==================== block 1
### Cell sizes after repair, block 1

Drawn at 2 px/um.
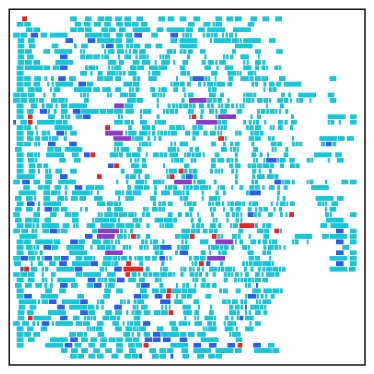

`src/rtl/ex_alu_stage_pkg.sv`:
```
// Shared constants for the execute-stage ALU: op encodings, op classes,
// funct codes and forwarding selects, plus the signed-overflow helper.
package ex_alu_stage_pkg;

  localparam logic [3:0] ALU_AND = 4'b0000;
  localparam logic [3:0] ALU_OR  = 4'b0001;
  localparam logic [3:0] ALU_ADD = 4'b0010;
  localparam logic [3:0] ALU_SUB = 4'b0110;
  localparam logic [3:0] ALU_SLT = 4'b0111;
  localparam logic [3:0] ALU_NOR = 4'b1100;
  localparam logic [3:0] ALU_XOR = 4'b1101;
  localparam logic [3:0] ALU_NOP = 4'b1111;

  localparam logic [1:0] AOP_ADD   = 2'b00;
  localparam logic [1:0] AOP_SUB   = 2'b01;
  localparam logic [1:0] AOP_RTYPE = 2'b10;
  localparam logic [1:0] AOP_IMM   = 2'b11;

  localparam logic [5:0] F_ADD  = 6'b100000;
  localparam logic [5:0] F_ADDU = 6'b100001;
  localparam logic [5:0] F_SUB  = 6'b100010;
  localparam logic [5:0] F_SUBU = 6'b100011;
  localparam logic [5:0] F_AND  = 6'b100100;
  localparam logic [5:0] F_OR   = 6'b100101;
  localparam logic [5:0] F_XOR  = 6'b100110;
  localparam logic [5:0] F_NOR  = 6'b100111;
  localparam logic [5:0] F_SLT  = 6'b101010;

  localparam logic [1:0] FWD_REG  = 2'b00;
  localparam logic [1:0] FWD_WB   = 2'b01;
  localparam logic [1:0] FWD_MEM  = 2'b10;
  localparam logic [1:0] FWD_ZERO = 2'b11;

  // Subtraction overflows when the operand signs differ; addition when they match.
  function automatic logic signed_ovf(input logic a_sign, input logic b_sign,
                                      input logic r_sign, input logic is_sub);
    logic same_s;
    same_s = (a_sign == b_sign);
    signed_ovf = (is_sub ? !same_s : same_s) && (r_sign != a_sign);
  endfunction

endpackage

```
`src/rtl/ex_alu_stage_fwd_mux4.sv`:
```
// 4:1 operand forwarding multiplexer; select 11 yields zero.
module fwd_mux4
  import ex_alu_stage_pkg::*;
(
  input  logic [1:0]  sel,
  input  logic [31:0] reg_val,
  input  logic [31:0] wb_val,
  input  logic [31:0] mem_val,
  output logic [31:0] out_val
);

  // Forwarding source selection
  always_comb begin
    out_val = 32'h0;
    case (sel)
      FWD_REG:  out_val = reg_val;
      FWD_WB:   out_val = wb_val;
      FWD_MEM:  out_val = mem_val;
      FWD_ZERO: out_val = 32'h0;
      default:  out_val = 32'h0;
    endcase
  end

endmodule

```
`src/rtl/ex_alu_stage.sv`:
```
// Execute stage: operand forwarding, ALU op decode, 32-bit ALU with signed
// overflow, and the EX/MEM output registers.
module ex_alu_stage
  import ex_alu_stage_pkg::*;
(
  input  logic        clock,
  input  logic        resetn,
  input  logic        en,
  input  logic [1:0]  forward_a,
  input  logic [1:0]  forward_b,
  input  logic [31:0] reg_a,
  input  logic [31:0] reg_b,
  input  logic [31:0] wb_data,
  input  logic [31:0] mem_alu_out,
  input  logic [31:0] imm_value,
  input  logic        alu_src,
  input  logic [1:0]  aluop,
  input  logic        andi,
  input  logic        ori,
  input  logic        addi,
  output logic [3:0]  alu_con,
  output logic [31:0] alu_result,
  output logic [31:0] ex_alu_out,
  output logic [31:0] ex_store_data,
  output logic        ex_overflow
);

  logic [31:0] op_a_s;
  logic [31:0] fwd_b_s;
  logic [31:0] op_b_s;
  logic [5:0]  funct_s;
  logic        ovf_s;
  logic [31:0] ex_alu_out_r;
  logic [31:0] ex_store_data_r;
  logic        ex_overflow_r;

  fwd_mux4 u_fwd_a (
    .sel     (forward_a),
    .reg_val (reg_a),
    .wb_val  (wb_data),
    .mem_val (mem_alu_out),
    .out_val (op_a_s)
  );

  fwd_mux4 u_fwd_b (
    .sel     (forward_b),
    .reg_val (reg_b),
    .wb_val  (wb_data),
    .mem_val (mem_alu_out),
    .out_val (fwd_b_s)
  );

  assign op_b_s  = alu_src ? imm_value : fwd_b_s;
  assign funct_s = imm_value[5:0];

  // ALU operation decode from op class, immediate flags and funct
  always_comb begin
    alu_con = ALU_NOP;
    case (aluop)
      AOP_ADD: alu_con = ALU_ADD;
      AOP_SUB: alu_con = ALU_SUB;
      AOP_IMM: begin
        if (andi) begin
          alu_con = ALU_AND;
        end else if (ori) begin
          alu_con = ALU_OR;
        end else if (addi) begin
          alu_con = ALU_ADD;
        end else begin
          alu_con = ALU_ADD;
        end
      end
      AOP_RTYPE: begin
        case (funct_s)
          F_ADD, F_ADDU: alu_con = ALU_ADD;
          F_SUB, F_SUBU: alu_con = ALU_SUB;
          F_AND:         alu_con = ALU_AND;
          F_OR:          alu_con = ALU_OR;
          F_XOR:         alu_con = ALU_XOR;
          F_NOR:         alu_con = ALU_NOR;
          F_SLT:         alu_con = ALU_SLT;
          default:       alu_con = ALU_NOP;
        endcase
      end
      default: alu_con = ALU_NOP;
    endcase
  end

  // ALU datapath and overflow flag; overflow never suppresses the result
  always_comb begin
    alu_result = 32'h0;
    ovf_s      = 1'b0;
    case (alu_con)
      ALU_AND: alu_result = op_a_s & op_b_s;
      ALU_OR:  alu_result = op_a_s | op_b_s;
      ALU_ADD: begin
        alu_result = op_a_s + op_b_s;
        ovf_s      = signed_ovf(op_a_s[31], op_b_s[31], alu_result[31], 1'b0);
      end
      ALU_SUB: begin
        alu_result = op_a_s - op_b_s;
        ovf_s      = signed_ovf(op_a_s[31], op_b_s[31], alu_result[31], 1'b1);
      end
      ALU_SLT: alu_result = ($signed(op_a_s) < $signed(op_b_s)) ? 32'h1 : 32'h0;
      ALU_XOR: alu_result = op_a_s ^ op_b_s;
      ALU_NOR: alu_result = ~(op_a_s | op_b_s);
      default: alu_result = 32'h0;
    endcase
  end

  // EX/MEM output registers; store data is the forwarded B, never the immediate
  always_ff @(posedge clock or negedge resetn) begin
    if (!resetn) begin
      ex_alu_out_r    <= 32'h0;
      ex_store_data_r <= 32'h0;
      ex_overflow_r   <= 1'b0;
    end else if (en) begin
      ex_alu_out_r    <= alu_result;
      ex_store_data_r <= fwd_b_s;
      ex_overflow_r   <= ovf_s;
    end else begin
      ex_alu_out_r    <= ex_alu_out_r;
      ex_store_data_r <= ex_store_data_r;
      ex_overflow_r   <= ex_overflow_r;
    end
  end

  assign ex_alu_out    = ex_alu_out_r;
  assign ex_store_data = ex_store_data_r;
  assign ex_overflow   = ex_overflow_r;

endmodule

```
`config.mk`:
```
export PLATFORM = sky130hd
export DESIGN_NAME = ex_alu_stage
export DESIGN_NICKNAME = d
export VERILOG_FILES = /design/src/rtl/ex_alu_stage_pkg.sv /design/src/rtl/ex_alu_stage_fwd_mux4.sv /design/src/rtl/ex_alu_stage.sv
export SDC_FILE = /design/constraint.sdc
export NUM_CORES = 1
export LEC_CHECK = 0
export ABC_CLOCK_PERIOD_IN_PS = 14400
export CORE_UTILIZATION = 32
export DETAILED_ROUTE_END_ITERATION = 16
export HOLD_SLACK_MARGIN = 0.12
export SYNTH_ARGS = -nofsm -noshare
export SYNTH_HDL_FRONTEND = slang
export SYNTH_SLANG_ARGS = --single-unit
export TNS_END_PERCENT = 100
```
`constraint.sdc`:
```
create_clock -name clock -period 14.4 [get_ports clock]
set_clock_uncertainty 0.1 [all_clocks]
set_input_delay 1.44 -clock clock [delete_from_list [all_inputs] [get_ports clock]]
set_output_delay 1.44 -clock clock [all_outputs]
set_load 0.02 [all_outputs]
```
==================== block 2
<file path="src/rtl/dds_sine_gen_if.sv">
// Tone-control / ROM / sample-path bundle for dds_sine_gen.
// Build option DDS_AMPL_EN adds the 8-bit amplitude input.
interface dds_sine_gen_if #(
    parameter int ACC_W = 24
);
    logic             en;
    logic             load;
    logic [ACC_W-1:0] tuning_word;
    logic [9:0]       phase_ofs;
    logic [7:0]       angle;
    logic [7:0]       sinus_in;
    logic [8:0]       wave_out;
    logic             wave_valid;
    logic             wrap;
`ifdef DDS_AMPL_EN
    logic [7:0]       ampl;

    modport master (
        output en, load, tuning_word, phase_ofs, sinus_in, ampl,
        input  angle, wave_out, wave_valid, wrap
    );
    modport slave (
        input  en, load, tuning_word, phase_ofs, sinus_in, ampl,
        output angle, wave_out, wave_valid, wrap
    );
`else
    modport master (
        output en, load, tuning_word, phase_ofs, sinus_in,
        input  angle, wave_out, wave_valid, wrap
    );
    modport slave (
        input  en, load, tuning_word, phase_ofs, sinus_in,
        output angle, wave_out, wave_valid, wrap
    );
`endif
endinterface

</file>
<file path="src/rtl/dds_sine_gen.sv">
// DDS phase accumulator, quarter-wave fold and sign restore around an external 1-cycle sine ROM.
// Build option DDS_AMPL_EN adds an amplitude multiply stage (one extra cycle of latency).
module dds_sine_gen #(
    parameter int ACC_W = 24
) (
    input logic           clk,
    input logic           rst,
    dds_sine_gen_if.slave bus
);
`ifdef DDS_AMPL_EN
    localparam int VLD_N = 4;
`else
    localparam int VLD_N = 3;
`endif

    logic [ACC_W-1:0]  acc_q, acc_d;
    logic [ACC_W-1:0]  tw_q, tw_d;
    logic [ACC_W-1:0]  acc_sum;
    logic              carry;
    logic              wrap_q, wrap_d;
    logic [9:0]        phase_idx;
    logic [7:0]        angle_c;
    logic              neg;
    logic              neg_dly_q, neg_dly_d;
    logic [VLD_N-1:0]  vld_q, vld_d;
    logic signed [8:0] sample;
    logic [8:0]        wave_out_q, wave_out_d;
`ifdef DDS_AMPL_EN
    logic signed [8:0]  sample_q, sample_d;
    logic signed [17:0] prod;
`endif

    always_comb begin
        {carry, acc_sum} = {1'b0, acc_q} + {1'b0, tw_q};
        acc_d  = acc_q;
        wrap_d = 1'b0;
        if (bus.en) begin
            acc_d  = acc_sum;
            wrap_d = carry;
        end
        // A simultaneous load only affects steps after this edge.
        tw_d = bus.load ? bus.tuning_word : tw_q;
    end

    // Odd quadrants run the quarter table backwards: 255 - i is ~i.
    always_comb begin
        phase_idx = acc_q[ACC_W-1 -: 10] + bus.phase_ofs;
        neg       = phase_idx[9];
        angle_c   = phase_idx[8] ? ~phase_idx[7:0] : phase_idx[7:0];
    end

    always_comb begin
        neg_dly_d  = neg;
        vld_d      = {vld_q[VLD_N-2:0], bus.en};
        sample     = neg_dly_q ? -$signed({1'b0, bus.sinus_in}) : $signed({1'b0, bus.sinus_in});
        wave_out_d = wave_out_q;
`ifdef DDS_AMPL_EN
        sample_d = vld_q[1] ? sample : sample_q;
        prod     = sample_q * $signed({1'b0, bus.ampl});
        if (vld_q[2]) begin
            wave_out_d = 9'(prod >>> 8);
        end
`else
        if (vld_q[1]) begin
            wave_out_d = sample;
        end
`endif
    end

    always_ff @(posedge clk) begin
        if (rst) begin
            acc_q      <= '0;
            tw_q       <= '0;
            wrap_q     <= 1'b0;
            neg_dly_q  <= 1'b0;
            vld_q      <= '0;
            wave_out_q <= '0;
`ifdef DDS_AMPL_EN
            sample_q   <= '0;
`endif
        end else begin
            acc_q      <= acc_d;
            tw_q       <= tw_d;
            wrap_q     <= wrap_d;
            neg_dly_q  <= neg_dly_d;
            vld_q      <= vld_d;
            wave_out_q <= wave_out_d;
`ifdef DDS_AMPL_EN
            sample_q   <= sample_d;
`endif
        end
    end

    assign bus.angle      = angle_c;
    assign bus.wave_out   = wave_out_q;
    assign bus.wave_valid = vld_q[VLD_N-1];
    assign bus.wrap       = wrap_q;
endmodule

</file>
<file path="src/flat_wrapper.sv">
// flat-port wrapper written by rule: the top's interface ports become plain ports
module dds_sine_gen_flat 
#(
    parameter int ACC_W = 24
)
  (clk, rst, bus_en, bus_load, bus_tuning_word, bus_phase_ofs, bus_sinus_in, bus_angle, bus_wave_out, bus_wave_valid, bus_wrap);
  dds_sine_gen_if #(.ACC_W(ACC_W)) bus_i ();
  input logic clk;
  input logic rst;
  input wire logic [$bits(bus_i.en)-1:0] bus_en;
  input wire logic [$bits(bus_i.load)-1:0] bus_load;
  input wire logic [$bits(bus_i.tuning_word)-1:0] bus_tuning_word;
  input wire logic [$bits(bus_i.phase_ofs)-1:0] bus_phase_ofs;
  input wire logic [$bits(bus_i.sinus_in)-1:0] bus_sinus_in;
  output wire logic [$bits(bus_i.angle)-1:0] bus_angle;
  output wire logic [$bits(bus_i.wave_out)-1:0] bus_wave_out;
  output wire logic [$bits(bus_i.wave_valid)-1:0] bus_wave_valid;
  output wire logic [$bits(bus_i.wrap)-1:0] bus_wrap;
  assign bus_i.en = bus_en;
  assign bus_i.load = bus_load;
  assign bus_i.tuning_word = bus_tuning_word;
  assign bus_i.phase_ofs = bus_phase_ofs;
  assign bus_i.sinus_in = bus_sinus_in;
  assign bus_angle = bus_i.angle;
  assign bus_wave_out = bus_i.wave_out;
  assign bus_wave_valid = bus_i.wave_valid;
  assign bus_wrap = bus_i.wrap;
  dds_sine_gen #(.ACC_W(ACC_W)) u_core (.clk(clk), .rst(rst), .bus(bus_i));
endmodule
</file>
<file path="config.mk">
export PLATFORM = sky130hd
export DESIGN_NAME = dds_sine_gen_flat
export DESIGN_NICKNAME = d
export VERILOG_FILES = /design/src/rtl/dds_sine_gen_if.sv /design/src/rtl/dds_sine_gen.sv /design/src/flat_wrapper.sv
export SDC_FILE = /design/constraint.sdc
export NUM_CORES = 1
export LEC_CHECK = 0
export ABC_AREA = 1
export CAP_MARGIN = 5
export CORE_MARGIN = 1.5
export CORE_UTILIZATION = 50
export DETAILED_ROUTE_END_ITERATION = 10
export PLACE_DENSITY = 0.74
export SLEW_MARGIN = 20
export SYNTH_ARGS = -nofsm -noshare
export SYNTH_HDL_FRONTEND = slang
export SYNTH_SLANG_ARGS = --single-unit
export TNS_END_PERCENT = 10
</file>
<file path="constraint.sdc">
create_clock -name clk -period 3.2 [get_ports clk]
set_input_delay 0.48 -clock clk [delete_from_list [all_inputs] [get_ports clk]]
set_output_delay 0.48 -clock clk [all_outputs]
set_load 0.05 [all_outputs]
</file>
==================== block 3
--- config.mk ---
export PLATFORM = sky130hd
export DESIGN_NAME = output_sample_stage
export DESIGN_NICKNAME = d
export VERILOG_FILES = /design/src/rtl/output_sample_stage_pkg.sv /design/src/rtl/output_sample_stage_sample_fifo.sv /design/src/rtl/output_sample_stage.sv
export SDC_FILE = /design/constraint.sdc
export NUM_CORES = 1
export LEC_CHECK = 0
export CAP_MARGIN = 40
export CORE_ASPECT_RATIO = 1.5
export CORE_MARGIN = 2
export CORE_UTILIZATION = 62
export DETAILED_ROUTE_END_ITERATION = 6
export PLACE_DENSITY = 0.89
export SLEW_MARGIN = 20
export SYNTH_ARGS = -nofsm -noshare
export SYNTH_HDL_FRONTEND = slang
export SYNTH_SLANG_ARGS = --single-unit
--- constraint.sdc ---
create_clock -name clk -period 9.9 [get_ports clk]
set_input_delay 1.485 -clock clk [delete_from_list [all_inputs] [get_ports clk]]
set_output_delay 1.485 -clock clk [all_outputs]
set_load 0.1 [all_outputs]
--- src/rtl/output_sample_stage_pkg.sv ---
// Shared constants and the saturation helper for the output sample stage.
package output_sample_stage_pkg;

  localparam logic [15:0] OUT_GAIN_UNITY     = 16'h1000;
  localparam int          OUT_GAIN_FRAC_BITS = 12;
  localparam logic [15:0] OUT_RAMP_STEP      = 16'h0080;
  localparam int          SAT_WIDTH          = 48;

  // Clamp a signed value into the range of a signed `width`-bit word.
  function automatic logic signed [SAT_WIDTH-1:0] sat_to_width(
    input logic signed [SAT_WIDTH-1:0] val,
    input int                          width
  );
    logic signed [SAT_WIDTH-1:0] max_v;
    logic signed [SAT_WIDTH-1:0] min_v;
    max_v = (48'sd1 <<< (width - 1)) - 48'sd1;
    min_v = -(48'sd1 <<< (width - 1));
    if (val > max_v) begin
      sat_to_width = max_v;
    end else if (val < min_v) begin
      sat_to_width = min_v;
    end else begin
      sat_to_width = val;
    end
  endfunction

endpackage

--- src/rtl/output_sample_stage_sample_fifo.sv ---
// Synchronous sample FIFO; pop on empty is ignored, push on full is dropped unless a pop frees a slot.
module sample_fifo #(
  parameter  int WIDTH = 16,
  parameter  int DEPTH = 4,
  localparam int AW    = $clog2(DEPTH)
) (
  input  logic             clk,
  input  logic             reset,
  input  logic             push,
  input  logic             pop,
  input  logic [WIDTH-1:0] wr_data,
  output logic [WIDTH-1:0] rd_data,
  output logic             full,
  output logic             empty,
  output logic [AW:0]      level
);

  logic [WIDTH-1:0] mem_r [DEPTH];
  logic [AW-1:0]    wr_ptr_r;
  logic [AW-1:0]    rd_ptr_r;
  logic [AW:0]      count_r;
  logic             do_push_s;
  logic             do_pop_s;

  assign full      = (count_r == (AW+1)'(DEPTH));
  assign empty     = (count_r == '0);
  assign do_pop_s  = pop && !empty;
  assign do_push_s = push && (!full || do_pop_s);
  assign rd_data   = mem_r[rd_ptr_r];
  assign level     = count_r;

  // Storage array, written only on an accepted push
  always_ff @(posedge clk) begin
    if (do_push_s) begin
      mem_r[wr_ptr_r] <= wr_data;
    end
  end

  // Pointers and occupancy
  always_ff @(posedge clk) begin
    if (reset) begin
      wr_ptr_r <= '0;
      rd_ptr_r <= '0;
      count_r  <= '0;
    end else begin
      if (do_push_s) wr_ptr_r <= wr_ptr_r + AW'(1);
      if (do_pop_s)  rd_ptr_r <= rd_ptr_r + AW'(1);
      case ({do_push_s, do_pop_s})
        2'b10:   count_r <= count_r + (AW+1)'(1);
        2'b01:   count_r <= count_r - (AW+1)'(1);
        default: count_r <= count_r;
      endcase
    end
  end

endmodule

--- src/rtl/output_sample_stage.sv ---
// Captures engine samples into a FIFO, applies Q4.12 gain with saturation and emits one 24-bit sample per I2S frame.
// Optional feature macro: OUTPUT_STAGE_SOFT_MUTE_EN (per-frame gain ramp for mute).
module output_sample_stage
  import output_sample_stage_pkg::*;
#(
  parameter  int IN_WIDTH   = 16,
  parameter  int OUT_WIDTH  = 24,
  parameter  int FIFO_DEPTH = 4,
  parameter  int GAIN_WIDTH = 16,
  localparam int LVL_WIDTH  = $clog2(FIFO_DEPTH) + 1
) (
  input  logic                 clk,
  input  logic                 reset,
  input  logic [IN_WIDTH-1:0]  in_sample,
  input  logic                 engine_ready,
  input  logic                 lrclk,
  input  logic [GAIN_WIDTH-1:0] gain_in,
  input  logic                 gain_write,
  input  logic                 mute,
  output logic [OUT_WIDTH-1:0] out_sample,
  output logic                 out_valid,
  output logic [LVL_WIDTH-1:0] fifo_level,
  output logic [15:0]          underrun_count,
  output logic                 overflow
);

  localparam int PW    = IN_WIDTH + GAIN_WIDTH + 1;
  // Widening by OUT-IN bits and dropping FRAC bits collapse into one right shift.
  localparam int SHIFT = OUT_GAIN_FRAC_BITS - (OUT_WIDTH - IN_WIDTH);

  logic                        engine_ready_q_r;
  logic                        lrclk_q_r;
  logic                        push_s;
  logic                        tick_s;
  logic [IN_WIDTH-1:0]         head_s;
  logic                        full_s;
  logic                        empty_s;
  logic [GAIN_WIDTH-1:0]       gain_r;
  logic [GAIN_WIDTH-1:0]       gain_eff_s;
  logic signed [IN_WIDTH-1:0]  x_sel_s;
  logic signed [IN_WIDTH-1:0]  last_r;
  logic signed [PW-1:0]        prod_r;
  logic                        s1_valid_r;

  assign push_s = engine_ready && !engine_ready_q_r;
  assign tick_s = lrclk_q_r && !lrclk;

  sample_fifo #(
    .WIDTH (IN_WIDTH),
    .DEPTH (FIFO_DEPTH)
  ) u_fifo (
    .clk     (clk),
    .reset   (reset),
    .push    (push_s),
    .pop     (tick_s),
    .wr_data (in_sample),
    .rd_data (head_s),
    .full    (full_s),
    .empty   (empty_s),
    .level   (fifo_level)
  );

  // Edge-detect history for engine ready and word select
  always_ff @(posedge clk) begin
    if (reset) begin
      engine_ready_q_r <= 1'b0;
      lrclk_q_r        <= 1'b0;
    end else begin
      engine_ready_q_r <= engine_ready;
      lrclk_q_r        <= lrclk;
    end
  end

  // Programmed gain; the tick consumes the value held before any same-cycle write
  always_ff @(posedge clk) begin
    if (reset) begin
      gain_r <= GAIN_WIDTH'(OUT_GAIN_UNITY);
    end else if (gain_write) begin
      gain_r <= gain_in;
    end
  end

`ifdef OUTPUT_STAGE_SOFT_MUTE_EN
  logic [GAIN_WIDTH-1:0] ramp_r;
  logic [GAIN_WIDTH-1:0] ramp_next_s;
  localparam logic [GAIN_WIDTH-1:0] RAMP = GAIN_WIDTH'(OUT_RAMP_STEP);

  // Next ramp value: head toward 0 when muted, else toward the current gain target
  always_comb begin
    ramp_next_s = ramp_r;
    if (mute) begin
      if (ramp_r > RAMP) ramp_next_s = ramp_r - RAMP;
      else               ramp_next_s = '0;
    end else if (ramp_r < gain_r) begin
      if ((gain_r - ramp_r) > RAMP) ramp_next_s = ramp_r + RAMP;
      else                          ramp_next_s = gain_r;
    end else if (ramp_r > gain_r) begin
      if ((ramp_r - gain_r) > RAMP) ramp_next_s = ramp_r - RAMP;
      else                          ramp_next_s = gain_r;
    end else begin
      ramp_next_s = ramp_r;
    end
  end

  // Ramp advances once per frame
  always_ff @(posedge clk) begin
    if (reset) begin
      ramp_r <= GAIN_WIDTH'(OUT_GAIN_UNITY);
    end else if (tick_s) begin
      ramp_r <= ramp_next_s;
    end
  end

  assign gain_eff_s = ramp_next_s;
`else
  assign gain_eff_s = mute ? '0 : gain_r;
`endif

  // Stage 0 selection: fresh head, or repeat the last sample on underrun
  always_comb begin
    x_sel_s = last_r;
    if (!empty_s) begin
      x_sel_s = $signed(head_s);
    end else begin
      x_sel_s = last_r;
    end
  end

  // Multiply / saturate pipeline
  always_ff @(posedge clk) begin
    if (reset) begin
      last_r     <= '0;
      prod_r     <= '0;
      s1_valid_r <= 1'b0;
      out_sample <= '0;
      out_valid  <= 1'b0;
    end else begin
      s1_valid_r <= tick_s;
      out_valid  <= s1_valid_r;
      if (tick_s) begin
        last_r <= x_sel_s;
        prod_r <= PW'(x_sel_s) * PW'($signed({1'b0, gain_eff_s}));
      end
      if (s1_valid_r) begin
        out_sample <= OUT_WIDTH'(sat_to_width(SAT_WIDTH'(prod_r >>> SHIFT), OUT_WIDTH));
      end
    end
  end

  // Underrun counter and sticky overflow flag
  always_ff @(posedge clk) begin
    if (reset) begin
      underrun_count <= 16'h0000;
      overflow       <= 1'b0;
    end else begin
      if (tick_s && empty_s && (underrun_count != 16'hFFFF)) begin
        underrun_count <= underrun_count + 16'h0001;
      end
      if (push_s && full_s && !tick_s) begin
        overflow <= 1'b1;
      end
    end
  end

endmodule

==================== block 4
### src/rtl/seg_display_scan_pkg.sv
`default_nettype none
// ============================================================================
//  Module      : seg_pkg
//  Description : Shared segment encodings, conversion FSM state type and
//                small constant helpers for the seven-segment scan controller.
//  Revision    : 1.0 - initial release
// ============================================================================
package seg_pkg;

    // Active-low {g,f,e,d,c,b,a} patterns for hex digits 0..F
    localparam logic [6:0] SEG_DIGIT [0:15] = '{
        7'b1000000, 7'b1111001, 7'b0100100, 7'b0110000,
        7'b0011001, 7'b0010010, 7'b0000010, 7'b1111000,
        7'b0000000, 7'b0010000, 7'b0001000, 7'b0000011,
        7'b1000110, 7'b0100001, 7'b0000110, 7'b0001110
    };

    localparam logic [6:0] SEG_DASH  = 7'b0111111;
    localparam logic [6:0] SEG_BLANK = 7'b1111111;

    typedef enum logic [1:0] {
        ST_IDLE  = 2'd0,
        ST_LOAD  = 2'd1,
        ST_SHIFT = 2'd2,
        ST_DONE  = 2'd3
    } conv_state_t;

    // Largest decimal value representable in n digits (10^n - 1)
    function automatic longint unsigned dec_max(input int n);
        longint unsigned p;
        p = 64'd1;
        for (int i = 0; i < n; i++) begin
            p = p * 64'd10;
        end
        return p - 64'd1;
    endfunction

endpackage
`default_nettype wire

### src/rtl/seg_display_scan_bin2bcd_seq.sv
`default_nettype none
// ============================================================================
//  Module      : bin2bcd_seq
//  Description : Sequential double-dabble converter. start_i loads a value
//                and clears the BCD accumulator; one add-3/shift step runs per
//                cycle for DATA_WIDTH cycles. done_o flags the final step, so
//                bcd_o holds the finished result on the following cycle.
//                The accumulator keeps only NUM_DIGITS digits, so the result
//                is the value modulo 10^NUM_DIGITS.
//  Revision    : 1.0 - initial release
// ============================================================================
module bin2bcd_seq
    import seg_pkg::*;
#(
    parameter int DATA_WIDTH = 16,
    parameter int NUM_DIGITS = 4
) (
    input  logic                    clk_i,
    input  logic                    rst_i,
    input  logic                    start_i,
    input  logic [DATA_WIDTH-1:0]   data_i,
    output logic                    done_o,
    output logic [4*NUM_DIGITS-1:0] bcd_o
);

    localparam int CNT_W = $clog2(DATA_WIDTH + 1);
    localparam int BCD_W = 4 * NUM_DIGITS;

    logic [DATA_WIDTH-1:0] shift_q;
    logic [BCD_W-1:0]      bcd_q;
    logic [CNT_W-1:0]      cnt_q;
    logic [BCD_W-1:0]      bcd_adj;

    // Add 3 to every nibble of 5 or more ahead of the shift
    always_comb begin
        bcd_adj = bcd_q;
        for (int i = 0; i < NUM_DIGITS; i++) begin
            if (bcd_q[4*i +: 4] >= 4'd5) begin
                bcd_adj[4*i +: 4] = bcd_q[4*i +: 4] + 4'd3;
            end
        end
    end

    // Load on start, otherwise step while steps remain
    always_ff @(posedge clk_i) begin
        if (rst_i) begin
            shift_q <= '0;
            bcd_q   <= '0;
            cnt_q   <= '0;
        end else if (start_i) begin
            shift_q <= data_i;
            bcd_q   <= '0;
            cnt_q   <= CNT_W'(DATA_WIDTH);
        end else if (cnt_q != '0) begin
            bcd_q   <= {bcd_adj[BCD_W-2:0], shift_q[DATA_WIDTH-1]};
            shift_q <= shift_q << 1;
            cnt_q   <= cnt_q - CNT_W'(1);
        end
    end

    assign done_o = (cnt_q == CNT_W'(1));
    assign bcd_o  = bcd_q;

endmodule
`default_nettype wire

### src/rtl/seg_display_scan.sv
`default_nettype none
// ============================================================================
//  Module      : seg_display_scan
//  Description : Multi-digit seven-segment controller. Selects a register by
//                SW, converts it continuously to decimal or hex, stores a
//                blanked/overflow-aware segment buffer and time-multiplexes
//                it across NUM_DIGITS active-low digits.
//  Revision    : 1.0 - initial release
// ============================================================================
module seg_display_scan
    import seg_pkg::*;
#(
    parameter int DATA_WIDTH = 16,
    parameter int NUM_REGS   = 9,
    parameter int NUM_DIGITS = 4,
    parameter int SCAN_DIV   = 50000
) (
    input  logic                           clock,
    input  logic                           reset,
    input  logic [NUM_REGS*DATA_WIDTH-1:0] reg_data,
    input  logic [3:0]                     SW,
    input  logic                           hex_mode,
    output logic [6:0]                     SEG,
    output logic [NUM_DIGITS-1:0]          AN,
    output logic                           busy,
    output logic                           valid
);

    localparam int              NIB_W   = 4 * NUM_DIGITS;
    localparam int              PRE_W   = $clog2(SCAN_DIV);
    localparam int              IDX_W   = (NUM_DIGITS > 1) ? $clog2(NUM_DIGITS) : 1;
    localparam longint unsigned MAX_DEC = dec_max(NUM_DIGITS);

    conv_state_t                  state_q, state_d;
    logic [DATA_WIDTH-1:0]        sel_value;
    logic                         sel_ovf;
    logic                         hex_q;
    logic                         ovf_q;
    logic [NIB_W-1:0]             raw_q;
    logic                         conv_start;
    logic                         conv_done;
    logic [NIB_W-1:0]             conv_bcd;
    logic [NIB_W-1:0]             digits;
    logic [3:0]                   nib;
    logic                         seen_nz;
    logic [NUM_DIGITS-1:0][6:0]   codes;
    logic [NUM_DIGITS-1:0][6:0]   seg_buf_q;
    logic                         valid_q;
    logic [PRE_W-1:0]             presc_q;
    logic [IDX_W-1:0]             idx_q;
    logic [6:0]                   seg_q;
    logic [NUM_DIGITS-1:0]        an_q;

    // Register select: 1..NUM_REGS picks a register, anything else reads 0
    always_comb begin
        sel_value = '0;
        for (int k = 1; k <= NUM_REGS; k++) begin
            if (SW == 4'(k)) begin
                sel_value = reg_data[k*DATA_WIDTH-1 -: DATA_WIDTH];
            end
        end
    end

    assign sel_ovf = (64'(sel_value) > MAX_DEC);

    // Conversion state register
    always_ff @(posedge clock) begin
        if (reset) begin
            state_q <= ST_IDLE;
        end else begin
            state_q <= state_d;
        end
    end

    // Conversion next-state and control strobes
    always_comb begin
        state_d    = state_q;
        conv_start = 1'b0;
        case (state_q)
            ST_IDLE:  state_d = ST_LOAD;
            ST_LOAD: begin
                conv_start = 1'b1;
                state_d    = hex_mode ? ST_DONE : ST_SHIFT;
            end
            ST_SHIFT: if (conv_done) state_d = ST_DONE;
            ST_DONE:  state_d = ST_IDLE;
            default:  state_d = ST_IDLE;
        endcase
    end

    bin2bcd_seq #(
        .DATA_WIDTH (DATA_WIDTH),
        .NUM_DIGITS (NUM_DIGITS)
    ) u_bin2bcd (
        .clk_i   (clock),
        .rst_i   (reset),
        .start_i (conv_start),
        .data_i  (sel_value),
        .done_o  (conv_done),
        .bcd_o   (conv_bcd)
    );

    // Sample mode, overflow and raw hex nibbles at LOAD
    always_ff @(posedge clock) begin
        if (reset) begin
            hex_q <= 1'b0;
            ovf_q <= 1'b0;
            raw_q <= '0;
        end else if (state_q == ST_LOAD) begin
            hex_q <= hex_mode;
            ovf_q <= sel_ovf && !hex_mode;
            raw_q <= NIB_W'(sel_value);
        end
    end

    // Segment codes with overflow dashes and leading-zero blanking
    always_comb begin
        digits  = hex_q ? raw_q : conv_bcd;
        seen_nz = 1'b0;
        nib     = '0;
        codes   = '1;
        for (int i = NUM_DIGITS - 1; i >= 0; i--) begin
            nib = digits[4*i +: 4];
            if (nib != 4'd0) begin
                seen_nz = 1'b1;
            end
            if (ovf_q) begin
                codes[i] = SEG_DASH;
            end else if (!seen_nz && (i != 0)) begin
                codes[i] = SEG_BLANK;
            end else begin
                codes[i] = SEG_DIGIT[nib];
            end
        end
    end

    // Whole-buffer write in DONE so the display never shows a partial result
    always_ff @(posedge clock) begin
        if (reset) begin
            seg_buf_q <= '1;
            valid_q   <= 1'b0;
        end else if (state_q == ST_DONE) begin
            seg_buf_q <= codes;
            valid_q   <= 1'b1;
        end
    end

    // Prescaler and digit index for the scan
    always_ff @(posedge clock) begin
        if (reset) begin
            presc_q <= '0;
            idx_q   <= '0;
        end else if (presc_q == PRE_W'(SCAN_DIV - 1)) begin
            presc_q <= '0;
            if (idx_q == IDX_W'(NUM_DIGITS - 1)) begin
                idx_q <= '0;
            end else begin
                idx_q <= idx_q + IDX_W'(1);
            end
        end else begin
            presc_q <= presc_q + PRE_W'(1);
        end
    end

    // Registered SEG/AN pair, updated together from the current index
    always_ff @(posedge clock) begin
        if (reset) begin
            seg_q <= SEG_BLANK;
            an_q  <= '1;
        end else begin
            seg_q <= seg_buf_q[idx_q];
            an_q  <= ~(NUM_DIGITS'(1) << idx_q);
        end
    end

    assign SEG   = seg_q;
    assign AN    = an_q;
    assign busy  = (state_q != ST_IDLE);
    assign valid = valid_q;

endmodule
`default_nettype wire

### config.mk
export PLATFORM = sky130hd
export DESIGN_NAME = seg_display_scan
export DESIGN_NICKNAME = d
export VERILOG_FILES = /design/src/rtl/seg_display_scan_pkg.sv /design/src/rtl/seg_display_scan_bin2bcd_seq.sv /design/src/rtl/seg_display_scan.sv
export SDC_FILE = /design/constraint.sdc
export NUM_CORES = 1
export LEC_CHECK = 0
export CORE_MARGIN = 2
export CORE_UTILIZATION = 56
export CTS_CLUSTER_DIAMETER = 150
export DETAILED_ROUTE_END_ITERATION = 6
export PLACE_DENSITY = 0.94
export RECOVER_POWER = 50
export SLEW_MARGIN = 5
export SYNTH_ARGS = -nofsm -noshare
export SYNTH_HDL_FRONTEND = slang
export SYNTH_HIERARCHICAL = 1
export SYNTH_SLANG_ARGS = --single-unit
### constraint.sdc
create_clock -name clock -period 4.86 [get_ports clock]
set_input_delay 0.972 -clock clock [delete_from_list [all_inputs] [get_ports clock]]
set_output_delay 0.972 -clock clock [all_outputs]
set_load 0.02 [all_outputs]
### Met1 routing, block 1

Drawn at 3 px/um. Supply wires on this layer in gray.
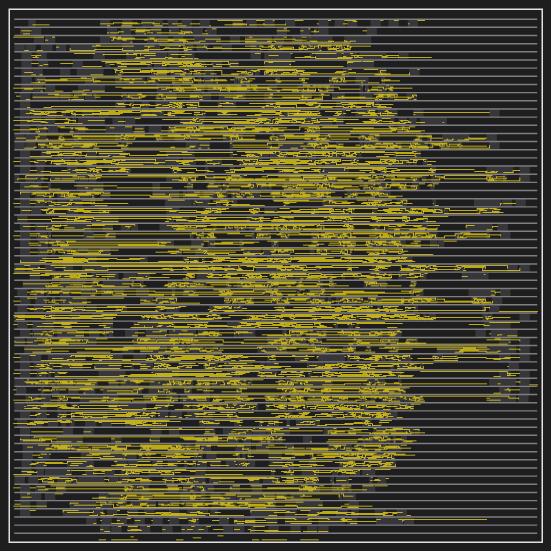
nets with wire on the layer: 1568
main direction: horizontal
share of all routed wire: 45%
longest straight run: 103 um
wire length on this layer: 19300 um

### Port wiring, block 1

Drawn at 2 px/um.
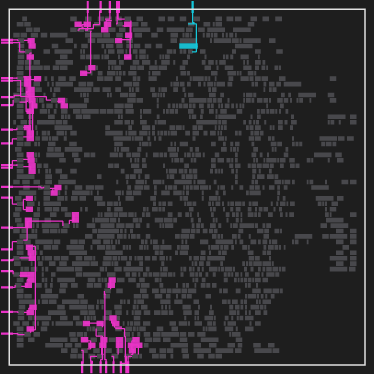
[cyan] `ex_overflow` | bits: 1 | direction: output | end cells: 1 | buffers: 1 | wire: 27.6 um
[magenta] `wb_data` | bits: 32 | direction: input | end cells: 64 | buffers: 32 | wire: 726 um

## Picture notes: 'Cell sizes after repair' of block 1
[blue] _2 cells | cells: 85 | share: 5.6% | most used: mux2_2
[purple] _6 and larger | cells: 12 | share: 0.79% | most used: clkbuf_16
[red] _3 and _4 cells | cells: 28 | share: 1.8% | most used: buf_4
[cyan] _0 and _1 cells | cells: 1398 | share: 92% | most used: clkdlybuf4s50_1

==> summary.txt, block 1 <==
yosys + openroad results -> count of clock buffers in the final design 10, Synth Instances between 1000 and 1500, layout cells sized above 1 roughly 8.2%, Max stage delay cell, worst path o311ai_0, fin cells 1913, Top non-seq family AND-OR/OR-AND gates, met1 Use GR a little under two fifths, synthesized net count approximately 1600, mi-comb count roughly 1000, Wirelength per Cell ~23 um, Clock-cell share between 2 and 3%, DR pass1 iterations 5, RSZ-0062 raised after global routing no, maximum vdd drop between 0.00006 and 0.00007 V, status completed, final setup vio count 0, # fillers 3008, n_diodes 0, Worst R2R Path Depth 2, critical path depth 18, total length of routed met3 wires approximately 4.5 mm, Pint between 0.6 and 0.7 mW, yosys adder share between 10% and 20%, Area Overhead vs Synth 34.23%, Commonest Layout Cell clkdlybuf4s50_1, DR vias 11010, most frequent cells in the layout clkdlybuf4s50_1 (267), nor2_1 (127), inv_1 (109), post-route setup TNS 0 ps, P_clk around 0.26 mW, CTS buffer count 9, Top Consumer combinational logic, fin nets around 1800, Hold Crit Depth 1, Placer Congestion roughly 1, Synth area leaders dfrtp_1 (17%), ha_1 (12%), mux2i_1 (9.0%), wire length of the first global-routing pass approximately 64 mm, YS chip area 9816 um^2, yosys simple share 15.58%, crit path cell chain clkdlybuf4s50_1 -> buf_4 -> nor2b_2 -> buf_4 -> nand2_1 -> o21ai_0 -> mux2i_1 -> ha_1 -> clkinv_1 -> o311ai_0 -> a2111oi_0 -> o21ai_0 -> a221oi_1 -> o31ai_1 -> nand4_1 -> o31a_1 -> nand2_1 -> clkdlybuf4s50_1, leakage between 5 and 6 nW, Net Sw Frac ~44%, fmax roughly 0.12 GHz, # IOs 274, Synth flops between 60 and 70, Non-CTS buffers 293, tool warnings roughly 89, CTS tree yes, sequential portion of the cell area between 10% and 20%, Met2 Wirelength between 15 and 20 mm, initial antenna violation count 0, Hold Crit Start ex_alu_out[24], Comb pwr share about 60%, Power Total approximately 1.2 mW, Post-synth EDFFs 0, reg2reg setup slack roughly 13000 ps, Yosys top cell by instances nor2_1
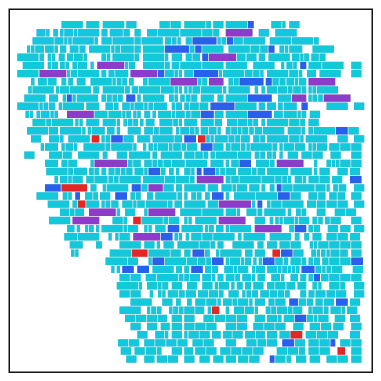
*Cell sizes after repair, block 4*
Drawn at 3 px/um.
[red] _3 and _4 cells | cells: 10 | share: 0.96% | most used: buf_4
[blue] _2 cells | cells: 56 | share: 5.4% | most used: mux2_2
[cyan] _0 and _1 cells | cells: 949 | share: 92% | most used: clkdlybuf4s50_1
[purple] _6 and larger | cells: 22 | share: 2.1% | most used: clkbuf_16

==> summary.txt, block 4 <==
yosys + openroad results -> Mapped Area 7597 um^2, Yosys top cell by instances nor2_1, violated checks design-rule violations, max-capacitance violations, max-slew violations, clk root buf clkbuf_16, XOR Share, Synth between 1.5 and 2%, Yosys warning count 6, DRC violations left 1, status finished, violations left, Seq cells ~120, Max Cap Viol 1, fraction of area in multi-input gates around half, Worst R2R Path Depth 6, wire length of the first global-routing pass approximately 37 mm, Yosys cell types ~72, met3 usage 9.292%, number of slew-limit violations in the final report between 50 and 60, Met2 Wirelength ~11 mm, P_clk roughly 1.2 mW, largest net degree at the start of global routing ~57, met1 Use GR between 30% and 40%, Crit. Startpoint reset, Top non-seq family AND-OR/OR-AND gates, PwrDens 411.9 nW/um^2
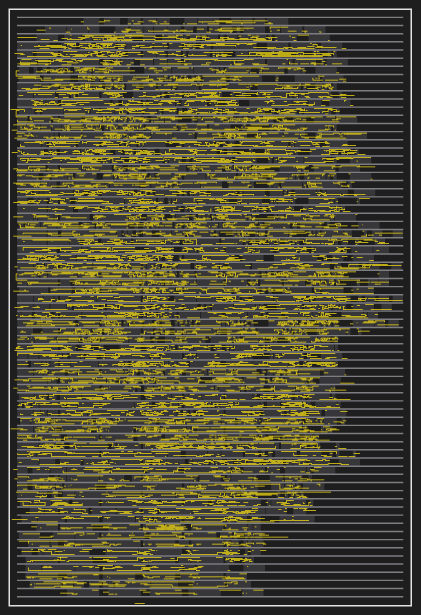
*Met1 routing, block 3*
Drawn at 3 px/um. Supply wires on this layer in gray.
main direction: horizontal
share of all routed wire: 33%

==> summary.txt, block 3 <==
yosys + openroad results -> GRT Max-Usage Layer met2, data required time at the worst endpoint between 10000 and 15000 ps, sequential power between 0.8 and 0.9 mW, leakage approximately 8.3 nW, fraction of area in multi-input gates 55.40%, layout cells sized above 1 7.978%, Synth Seq Share 27.07%, met2 GRT Util between 60% and 70%, violated checks design-rule violations, Max-area cell share roughly a quarter, Max Cap Viol 0, Synth top cells by count inv_1 (260), nand2_1 (218), nor2_1 (197), Crit path largest cell delay 700 ps, inverters roughly 260, Latency at later pin about 480 ps, Largest register FFs about 64, CTS resizes 0, Site Rows 71, sw power a little under 0.9 mW, post-route setup TNS 0 ps, synthesized net count 2020, 1st-iter DRT viols 1359, Clk pin slew, worst setup/hold paths approximately 80 ps, Most flops, register u_fifo.mem_r, Met2 Wirelength 22.77 mm, clock sink total 179, grt total ovfl 0, pre-CTS setup slack 638.2 ps, post-detail-place hpwl 33.92 mm, DP Area 17630 um^2, Hold Crit Start prod_r[18], mi-comb count roughly 1200, status finished, violations left, Avg Vias per Cell ~6, most frequent cells in the layout inv_1 (260), nand2_1 (218), nor2_1 (197), Data buffer area share 10.59%, wire length of the first global-routing pass 72.69 mm, ys flop type dfxtp_1, Critical Path Source Type input port, final non-filler cell area around 18000 um^2, Logic area about 10000 um^2, Top non-seq family adder cells, Core Util at FP between 60% and 70%, # fillers about 1600, DRC violations left 2, tool warnings 29, drt total wl between 40 and 50 mm, Post-synth ARST share 0%, critical path peak fanout 18, crit path cell chain clkdlybuf4s50_1 -> buf_6 -> nor2b_1 -> nand2_1 -> fa_1 -> fa_1 -> fa_1 -> inv_1 -> fa_1 -> fa_1 -> inv_1 -> fa_1 -> inv_1 -> ha_1 -> nand3_1 -> a2111oi_0 -> a21o_1 -> or3b_2 -> a31oi_1 -> a31oi_1 -> mux2i_1 -> a31o_2, Placer Congestion 0.9956, Die H about 200 um, Yosys warning count 0, setup bufs post-CTS 0, reg2reg end prod_r[31], Top Metal Used met4
### Cell density map, block 2

Drawn at 4 px/um. 10 x 10 tiles, from dark blue (low) to red (high), 0 to 100% covered.
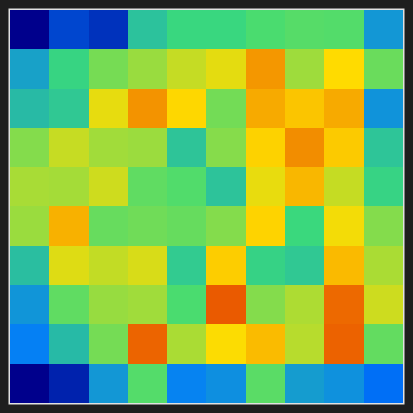
tiles over 75% full: 20%
mean over tiles: 57%
fullest tile: 90%

==> summary.txt, block 2 <==
yosys + openroad results -> vias in the first global route 4376, hold buffer count at cts 0, aoi share between 10% and 20%, status completed, Latency at later pin between 300 and 400 ps, fraction of area in multi-input gates 49.87%, Die H between 90 and 100 um, Comb power 0.993 mW, Comb pwr share between 30% and 40%, CTS buffer count 9, ys flop type dfxtp_1, M1 wire length roughly 5 mm, final core utilization between 60 and 70%, PwrDens 478.2 nW/um^2, data required time at the worst endpoint 2720 ps, Period minus WS final around 3100 ps, Hold Crit Start u_core.vld_q[0], Power Total 2.684 mW, sw power just under 1 mW, Post-synth ARST share 0%, post-detail-place hpwl ~8.5 mm, cell taking the most area after synthesis dfxtp_1, count of clock buffers in the final design 9, yosys adder share approximately a tenth, Sequential Area 1241 um^2, Top Metal Used met4, Yosys cell types 32, # Taps roughly 110


## Gallery

Cell density map.
image #1
Drawn at 2 px/um. 18 x 18 tiles, from dark blue (low) to red (high), 0 to 100% covered.
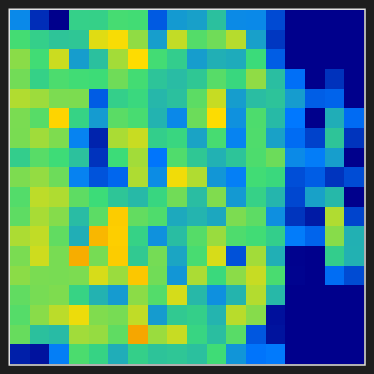
image #2
Drawn at 3 px/um. 12 x 12 tiles, from dark blue (low) to red (high), 0 to 100% covered.
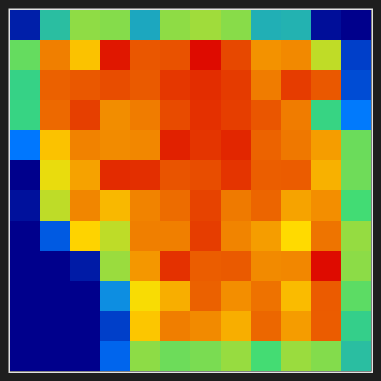
image #3
Drawn at 2 px/um. 13 x 20 tiles, from dark blue (low) to red (high), 0 to 100% covered.
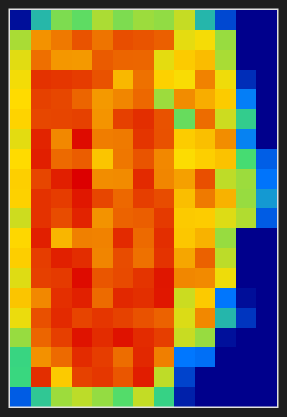
block 1: image #1
block 4: image #2
block 3: image #3
Of these, smallest die: image #2

Key to image #1:
tiles over 75% full: 2.5%
nearly empty tiles: 12%
mean over tiles: 40%
fullest tile: 81%


==> gallery <==
Port wiring.
shot_01.png
Drawn at 4 px/um.
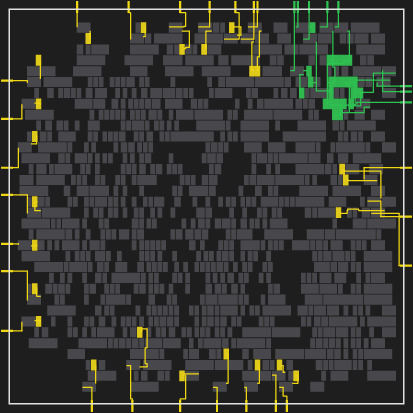
shot_02.png
Drawn at 3 px/um.
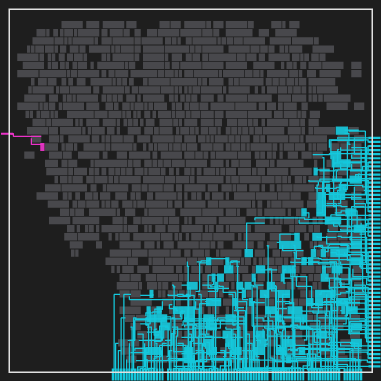
shot_03.png
Drawn at 2 px/um.
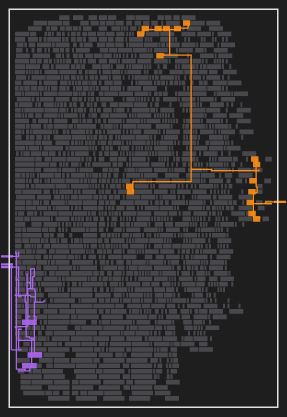
shot_01.png -> block 2
shot_03.png -> block 3
shot_02.png -> block 4
Of these, most cells: shot_03.png
Of these, largest die: shot_03.png

Power and IR drop assume default switching activity.
